=== design 1 ===
### Cell sizes after repair, design 1

(10 px per um)
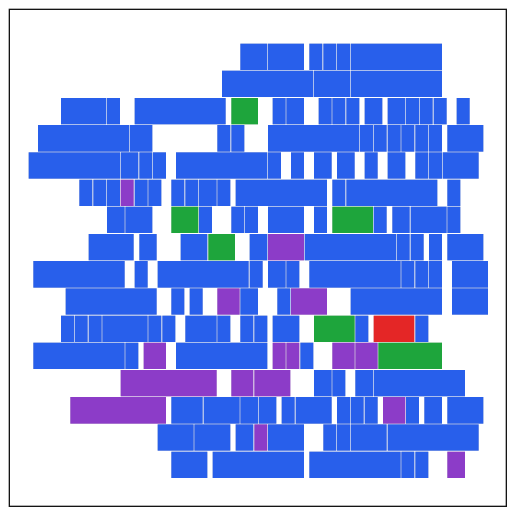
### Cell outlines without signal wires, design 1

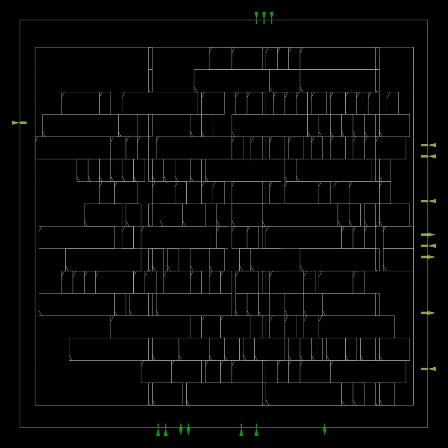
`config.mk`:
```
export PLATFORM = sky130hd
export DESIGN_NAME = spi_tx_ili9341
export DESIGN_NICKNAME = d
export VERILOG_FILES = /design/src/rtl/spi_tx_ili9341_pkg.sv /design/src/rtl/spi_tx_ili9341_clk_tick.sv /design/src/rtl/spi_tx_ili9341.sv
export SDC_FILE = /design/constraint.sdc
export NUM_CORES = 1
export LEC_CHECK = 0
export ABC_AREA = 1
export CAP_MARGIN = 5
export CORE_MARGIN = 1.5
export CORE_UTILIZATION = 56
export CTS_CLUSTER_DIAMETER = 120
export DETAILED_ROUTE_END_ITERATION = 12
export GPL_TIMING_DRIVEN = 0
export HOLD_SLACK_MARGIN = 0.1
export PLACE_DENSITY = 0.94
export SLEW_MARGIN = 25
export SYNTH_ARGS = -nofsm -noshare
export SYNTH_HDL_FRONTEND = slang
export SYNTH_HIERARCHICAL = 1
export SYNTH_SLANG_ARGS = --single-unit
```
`constraint.sdc`:
```
create_clock -name clk -period 4.76 [get_ports clk]
set_clock_uncertainty 0.2 [all_clocks]
set_input_delay 0.952 -clock clk [delete_from_list [all_inputs] [get_ports clk]]
set_output_delay 0.952 -clock clk [all_outputs]
set_load 0.005 [all_outputs]
```
`src/rtl/spi_tx_ili9341_pkg.sv`:
```
// Shared types and constants for the ILI9341 SPI output path.
// Imported by the byte transmitter and its clock-divider tick.
package pkg_ili9341;

    typedef enum logic [2:0] {
        IDLE,
        SETUP,
        SHIFT,
        HOLD,
        DONE
    } spi_tx_state_t;

    localparam int unsigned SPI_CLK_DIV = 4;
    localparam int unsigned SPI_DW      = 8;

    localparam logic HIGH    = 1'b1;
    localparam logic LOW     = 1'b0;
    localparam logic NO_DATA = 1'b0;

endpackage

```
`src/rtl/spi_tx_ili9341_clk_tick.sv`:
```
// SCK half-period divider: emits a one-cycle tick every CLK_DIV cycles while
// enabled, restarting from zero whenever the enable rises.
module spi_clk_tick
    import pkg_ili9341::*;
#(
    parameter int unsigned CLK_DIV = SPI_CLK_DIV
) (
    input  logic clk_i,
    input  logic rst_ni,
    input  logic en_i,
    output logic tick_o
);

    localparam int unsigned   CW   = $clog2(CLK_DIV + 1);
    localparam logic [CW-1:0] LAST = CW'(CLK_DIV - 1);

    logic [CW-1:0] cnt_q, cnt_d;
    logic          at_last;

    assign at_last = (cnt_q == LAST);

    // Held at zero while disabled so the first enabled cycle counts as 0.
    always_comb begin
        cnt_d = cnt_q;
        if (!en_i || at_last) begin
            cnt_d = '0;
        end else begin
            cnt_d = cnt_q + CW'(1);
        end
    end

    always_ff @(posedge clk_i or negedge rst_ni) begin
        if (!rst_ni) begin
            cnt_q <= '0;
        end else begin
            cnt_q <= cnt_d;
        end
    end

    assign tick_o = en_i && at_last;

endmodule

```
`src/rtl/spi_tx_ili9341.sv`:
```
// Byte-level SPI mode-0 transmitter toward the ILI9341 panel, MSB first.
// Latches one word plus DC/CS on send and pulses command_sent when it is out.
module spi_tx_ili9341
    import pkg_ili9341::*;
#(
    parameter int unsigned DW      = SPI_DW,
    parameter int unsigned CLK_DIV = SPI_CLK_DIV
) (
    input  logic          clk,
    input  logic          rst,
    input  logic          i_send,
    input  logic [DW-1:0] i_data,
    input  logic          i_dc,
    input  logic          i_cs,
    output logic          o_command_sent,
    output logic          o_busy,
    output logic          o_sck,
    output logic          o_mosi,
    output logic          o_dc,
    output logic          o_cs
);

    localparam int unsigned   EW        = $clog2(2 * DW + 1);
    localparam logic [EW-1:0] LAST_EDGE = EW'(2 * DW - 1);

    generate
        if (CLK_DIV < 1) begin : g_bad_div
            $error("spi_tx_ili9341: CLK_DIV must be >= 1");
        end
        if (DW < 2) begin : g_bad_dw
            $error("spi_tx_ili9341: DW must be >= 2");
        end
    endgenerate

    spi_tx_state_t state_q, state_d;
    logic [DW-2:0] shift_q, shift_d;
    logic [EW-1:0] edge_q, edge_d;
    logic          sck_q, sck_d;
    logic          mosi_q, mosi_d;
    logic          dc_q, dc_d;
    logic          cs_q, cs_d;
    logic          busy_q, busy_d;
    logic          sent_q, sent_d;
    logic          div_en;
    logic          tick;

    assign div_en = (state_q != IDLE);

    spi_clk_tick #(
        .CLK_DIV(CLK_DIV)
    ) u_clk_tick (
        .clk_i (clk),
        .rst_ni(rst),
        .en_i  (div_en),
        .tick_o(tick)
    );

    // Pin values are computed from the next state and registered, so every
    // output changes on the same edge as the state it belongs to.
    always_comb begin
        state_d = state_q;
        shift_d = shift_q;
        edge_d  = edge_q;
        sck_d   = sck_q;
        mosi_d  = mosi_q;
        dc_d    = dc_q;
        cs_d    = cs_q;

        case (state_q)
            IDLE: begin
                sck_d  = LOW;
                mosi_d = NO_DATA;
                dc_d   = HIGH;
                cs_d   = HIGH;
                edge_d = '0;
                if (i_send) begin
                    shift_d = i_data[DW-2:0];
                    mosi_d  = i_data[DW-1];
                    dc_d    = i_dc;
                    cs_d    = i_cs;
                    state_d = SETUP;
                end
            end
            SETUP: begin
                if (tick) begin
                    state_d = SHIFT;
                end
            end
            SHIFT: begin
                if (tick) begin
                    edge_d = edge_q + EW'(1);
                    if (sck_q == LOW) begin
                        sck_d = HIGH;
                    end else begin
                        sck_d   = LOW;
                        mosi_d  = shift_q[DW-2];
                        shift_d = shift_q << 1;
                    end
                    if (edge_q == LAST_EDGE) begin
                        edge_d  = '0;
                        state_d = HOLD;
                    end
                end
            end
            HOLD: begin
                if (tick) begin
                    state_d = DONE;
                end
            end
            DONE: begin
                sck_d   = LOW;
                mosi_d  = NO_DATA;
                dc_d    = HIGH;
                cs_d    = HIGH;
                state_d = IDLE;
            end
            default: begin
                state_d = IDLE;
            end
        endcase

        busy_d = (state_d != IDLE);
        sent_d = (state_d == DONE);
    end

    always_ff @(posedge clk or negedge rst) begin
        if (!rst) begin
            state_q <= IDLE;
            shift_q <= '0;
            edge_q  <= '0;
            sck_q   <= LOW;
            mosi_q  <= NO_DATA;
            dc_q    <= HIGH;
            cs_q    <= HIGH;
            busy_q  <= LOW;
            sent_q  <= LOW;
        end else begin
            state_q <= state_d;
            shift_q <= shift_d;
            edge_q  <= edge_d;
            sck_q   <= sck_d;
            mosi_q  <= mosi_d;
            dc_q    <= dc_d;
            cs_q    <= cs_d;
            busy_q  <= busy_d;
            sent_q  <= sent_d;
        end
    end

    assign o_command_sent = sent_q;
    assign o_busy         = busy_q;
    assign o_sck          = sck_q;
    assign o_mosi         = mosi_q;
    assign o_dc           = dc_q;
    assign o_cs           = cs_q;

endmodule
```
==> Slide: Implementation Results <==
Synthesis and Place & Route Summary

Worst setup path
  – Flop2flop setup slack: 2.94 ns
  – Critical-path top delay cell: dfstp_2
  – Crit Path Class: flip-flop to output pin

Final timing
  – Period utilization: 52.4%

Finish
  – FF+latch count: 24
  – Gate Area: 551 um^2
  – Max reg flops: 7
  – Top cell excl fill/tap: nand2_1

Min path
  – HP Start: u_clk_tick/cnt_q[0]

Synthesis
  – # Cells Yosys: 147
  – AO/OA Area Share: 4.33%

Routing
  – Final wirelength: 2230 um
  – DR vias: 1005

Status
  – Outcome: complete, no violations

Power and ir drop
  – Combinational cell power: 0.0000138 W
About 'Cell sizes after repair' of design 1:
size	colour	cells	share
x6 and larger	red	1	0.59%
x3 and x4	green	6	3.6%
x1 and smaller	blue	146	86%
x2	purple	16	9.5%
setup ws final: 2.27 ns
design area: 1450 um^2
Layout area overhead: 19.4%
non-clock buffer count: 19

About 'Cell outlines without signal wires' of design 1:
Finished Core Util: 72.4%
core area: 2000 um^2


=== design 2 ===
==> config.mk <==
export PLATFORM = sky130hd
export DESIGN_NAME = aec_expr_tx
export DESIGN_NICKNAME = d
export VERILOG_FILES = /design/src/rtl/aec_expr_tx.sv
export SDC_FILE = /design/constraint.sdc
export NUM_CORES = 1
export LEC_CHECK = 0
export CAP_MARGIN = 10
export CORE_MARGIN = 2
export CORE_UTILIZATION = 38
export DETAILED_ROUTE_END_ITERATION = 7
export GPL_ROUTABILITY_DRIVEN = 0
export PLACE_DENSITY_LB_ADDON = 0.2
export SLEW_MARGIN = 20
export SYNTH_ARGS = -nofsm -noshare
export SYNTH_HDL_FRONTEND = slang
export SYNTH_SLANG_ARGS = --single-unit
==> constraint.sdc <==
create_clock -name clk -period 3.36 [get_ports clk]
set_input_delay 0.336 -clock clk [delete_from_list [all_inputs] [get_ports clk]]
set_output_delay 0.336 -clock clk [all_outputs]
set_load 0.01 [all_outputs]
==> src/rtl/aec_expr_tx.sv <==
// Token loader / ASCII streamer for the calculator expression port; captures the calculator's reply.
// Optional WAIT_RES watchdog is compiled in with `define AEC_EXPR_TX_TIMEOUT_EN.
module aec_expr_tx #(
  parameter int DEPTH          = 16,
  parameter int TIMEOUT_CYCLES = 255
) (
  input  logic       clk,
  input  logic       rst,
  input  logic       tok_valid,
  input  logic [4:0] tok_data,
  output logic       tok_ready,
  output logic [7:0] ascii_out,
  output logic       ready,
  input  logic       result_valid,
  input  logic [6:0] result_in,
  output logic       done,
  output logic [6:0] res_out,
  output logic       err,
  output logic       busy
);

  localparam logic [1:0] S_LOAD = 2'd0;
  localparam logic [1:0] S_SEND = 2'd1;
  localparam logic [1:0] S_WAIT = 2'd2;
  localparam logic [1:0] S_DONE = 2'd3;

  localparam int CW = $clog2(DEPTH + 1);
  localparam int IW = $clog2(DEPTH);

  logic [1:0]    state;
  logic [CW-1:0] count;
  logic [CW-1:0] ptr;
  logic          primed;
  logic [4:0]    tok_buf [DEPTH];

  logic hs;
  logic tok_is_sym;
  logic tok_is_eq;
  logic room;
  logic store;

  assign hs         = tok_valid & tok_ready & (state == S_LOAD);
  assign tok_is_sym = tok_data < 5'd21;
  assign tok_is_eq  = tok_data == 5'd21;
  assign room       = count < CW'(DEPTH);
  assign store      = hs & tok_is_sym & room;

  function automatic logic [7:0] enc(input logic [4:0] t);
    logic [7:0] c;
    c = 8'h00;
    if (t < 5'd10)
      c = 8'h30 + {3'b000, t};
    else if (t < 5'd16)
      c = 8'h61 + {3'b000, t} - 8'd10;
    else begin
      case (t)
        5'd16:   c = 8'h28;
        5'd17:   c = 8'h29;
        5'd18:   c = 8'h2A;
        5'd19:   c = 8'h2B;
        5'd20:   c = 8'h2D;
        default: c = 8'h00;
      endcase
    end
    return c;
  endfunction

  always_ff @(posedge clk) begin
    if (rst && store)
      tok_buf[count[IW-1:0]] <= tok_data;
  end

`ifdef AEC_EXPR_TX_TIMEOUT_EN
  localparam int TW = $clog2(TIMEOUT_CYCLES + 1);
  logic [TW-1:0] wait_cnt;
  logic          timeout;

  // Held at zero outside WAIT_RES, so every entry starts a fresh count.
  always_ff @(posedge clk) begin
    if (!rst || state != S_WAIT)
      wait_cnt <= '0;
    else
      wait_cnt <= wait_cnt + 1'b1;
  end

  assign timeout = (state == S_WAIT) && (wait_cnt == TW'(TIMEOUT_CYCLES - 1));
`endif

  always_ff @(posedge clk) begin
    if (!rst) begin
      state     <= S_LOAD;
      count     <= '0;
      ptr       <= '0;
      primed    <= 1'b0;
      tok_ready <= 1'b0;
      ascii_out <= 8'h00;
      ready     <= 1'b0;
      done      <= 1'b0;
      res_out   <= 7'h00;
      err       <= 1'b0;
      busy      <= 1'b0;
    end else begin
      done <= 1'b0;
      case (state)
        S_LOAD: begin
          tok_ready <= 1'b1;
          if (hs) begin
            if (tok_is_eq) begin
              if (count == '0)
                err <= 1'b1;
              else begin
                state     <= S_SEND;
                tok_ready <= 1'b0;
                busy      <= 1'b1;
                primed    <= 1'b0;
              end
            end else if (!tok_is_sym || !room)
              err <= 1'b1;
            else begin
              count <= count + 1'b1;
              err   <= 1'b0;
            end
          end
        end
        S_SEND: begin
          // One idle cycle after entry, then count characters and the '=' back to back.
          if (!primed) begin
            primed <= 1'b1;
            ptr    <= '0;
          end else if (ptr < count) begin
            ascii_out <= enc(tok_buf[ptr[IW-1:0]]);
            ready     <= 1'b1;
            ptr       <= ptr + 1'b1;
          end else if (ptr == count) begin
            ascii_out <= 8'h3D;
            ready     <= 1'b1;
            ptr       <= ptr + 1'b1;
          end else begin
            ascii_out <= 8'h00;
            ready     <= 1'b0;
            state     <= S_WAIT;
          end
        end
        S_WAIT: begin
          if (result_valid) begin
            res_out <= result_in;
            done    <= 1'b1;
            busy    <= 1'b0;
            state   <= S_DONE;
          end
`ifdef AEC_EXPR_TX_TIMEOUT_EN
          else if (timeout) begin
            res_out <= 7'h7F;
            err     <= 1'b1;
            done    <= 1'b1;
            busy    <= 1'b0;
            state   <= S_DONE;
          end
`endif
        end
        default: begin
          count     <= '0;
          tok_ready <= 1'b1;
          state     <= S_LOAD;
        end
      endcase
    end
  end

endmodule

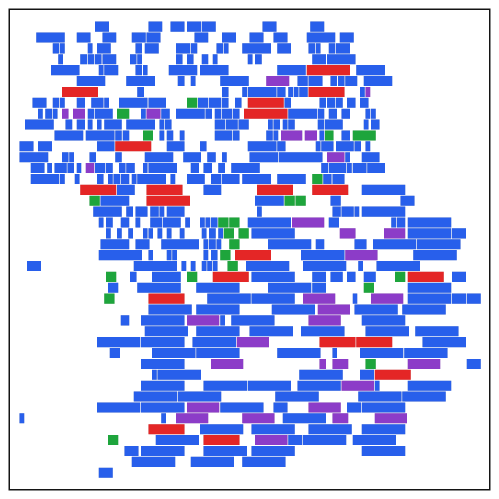
*Cell sizes after repair, design 2*
(4 px per um)
size	colour	cells	share
x3 and x4	green	23	5.1%
x6 and larger	red	20	4.4%
x2	purple	31	6.9%
x1 and smaller	blue	376	84%

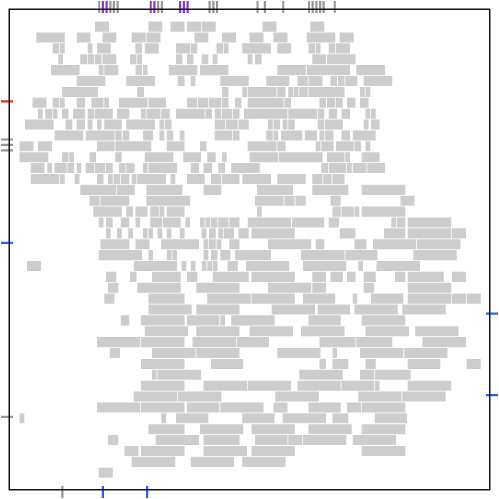
*Ports around the boundary, design 2*
(4 px per um) Pins as bars across the die edge, other pins in grey.
port	colour	pins	direction	edge
`result_in`	purple	7	input	north
`tok_data`	blue	5	input	2 south, 2 east, 1 west
`busy`	red	1	output	west
DIE WIDTH: 120 um
I/O Buffers: 34
Die H: 120 um

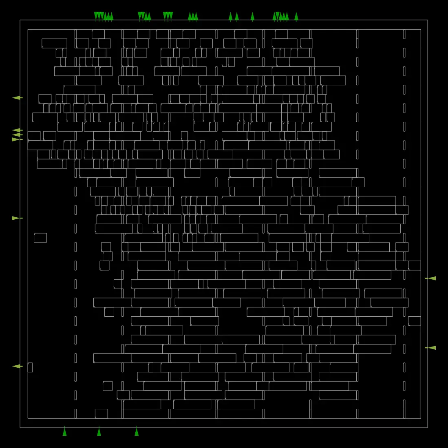
*Cell outlines without signal wires, design 2*
Non-Filler Instances: 626
Finished Core Util: 47.4%

==> Slide: Implementation Results <==
Synthesis and Place & Route Summary

Status
  – Outcome: complete, no violations

Finish
  – Seq/total area: 49.9%
  – Final clock-cell share: 9.14%
  – Share of cells above drive strength 1: 16.4%
  – Area-dominant class: registers

Power and ir drop
  – Seq pwr share: 42.9%
  – Largest power group: the clock network
  – Clock Power Share: 47.6%
  – Total Power: 0.00367 W
  – Combinational share of power: 9.5%
  – Flop+latch power: 0.00157 W
  – Combinational cell power: 0.000349 W
  – Pwr Density: 586 nW/um^2

Synthesis
  – Post-synth regs: 116
  – AO/OA Area Share: 8.82%
  – Top cell type by instance count after synthesis: edfxtp_1
  – Main logic family: simple AND/OR/NAND/NOR gates
  – Commonest flop: edfxtp_1
  – Register area share after synthesis: 61.3%
  – Post-Syn Nets: 418
  – # Cells Yosys: 384

Worst setup path
  – Worst r2r dst: ptr[3]
  – Cell Chain, Critical Path: inv_1 > ha_1 > nor2b_1 > o21a_1 > o21ai_0 > a21oi_1 > nor2_1 > a41oi_1 > a211oi_1
  – Worst Setup End Kind: flip-flop
  – WP data arrival: 3.18 ns
  – Startpoint types: flip-flop
  – Slowest stage delay, CP: 0.61 ns
  – Reg2Reg Launch Point: count[1]

Clocking
  – Clock root buffer: clkbuf_16
  – CTS Buf Count: 17
  – CTS Sinks: 116

Final timing
  – Worst slew pin tran: 0.697 ns
  – RSZ-0062 raised after global routing: false
  – Hold_ws: 0.455 ns
  – Final setup violation count: 0
  – Fin. max-slew vios: 0
  – Period utilization: 85.6%

Die
  – Rows: 42

Routing
  – DR vias: 3275
  – Vias per inst: 5.23

GRT
  – Global-route wire length before repair: 18000 um
  – Vias in the first global route: 3195
  – Initial antenna violation count: 0
  – Gr busiest metal: met2
  – Met3 Use GR: 4.56%

Min path
  – Hold Path Sink: ascii_out[6]
  – Worst Hold Class: flip-flop to flip-flop

Placed design
  – Setup slack at placement: 0.490 ns


==> gallery <==
Nets reached from selected ports.
(a)
(6 px per um)
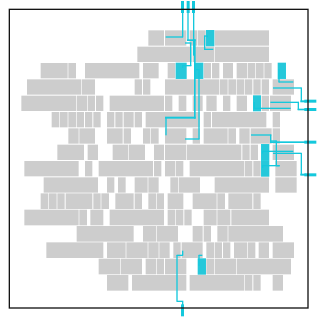
(b)
(2 px per um)
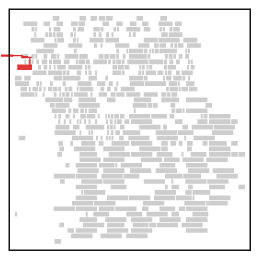
- (b) = design 2
- (a) = design 1
Of these, largest die: (b)

Power is estimated from default activity; no workload was simulated.
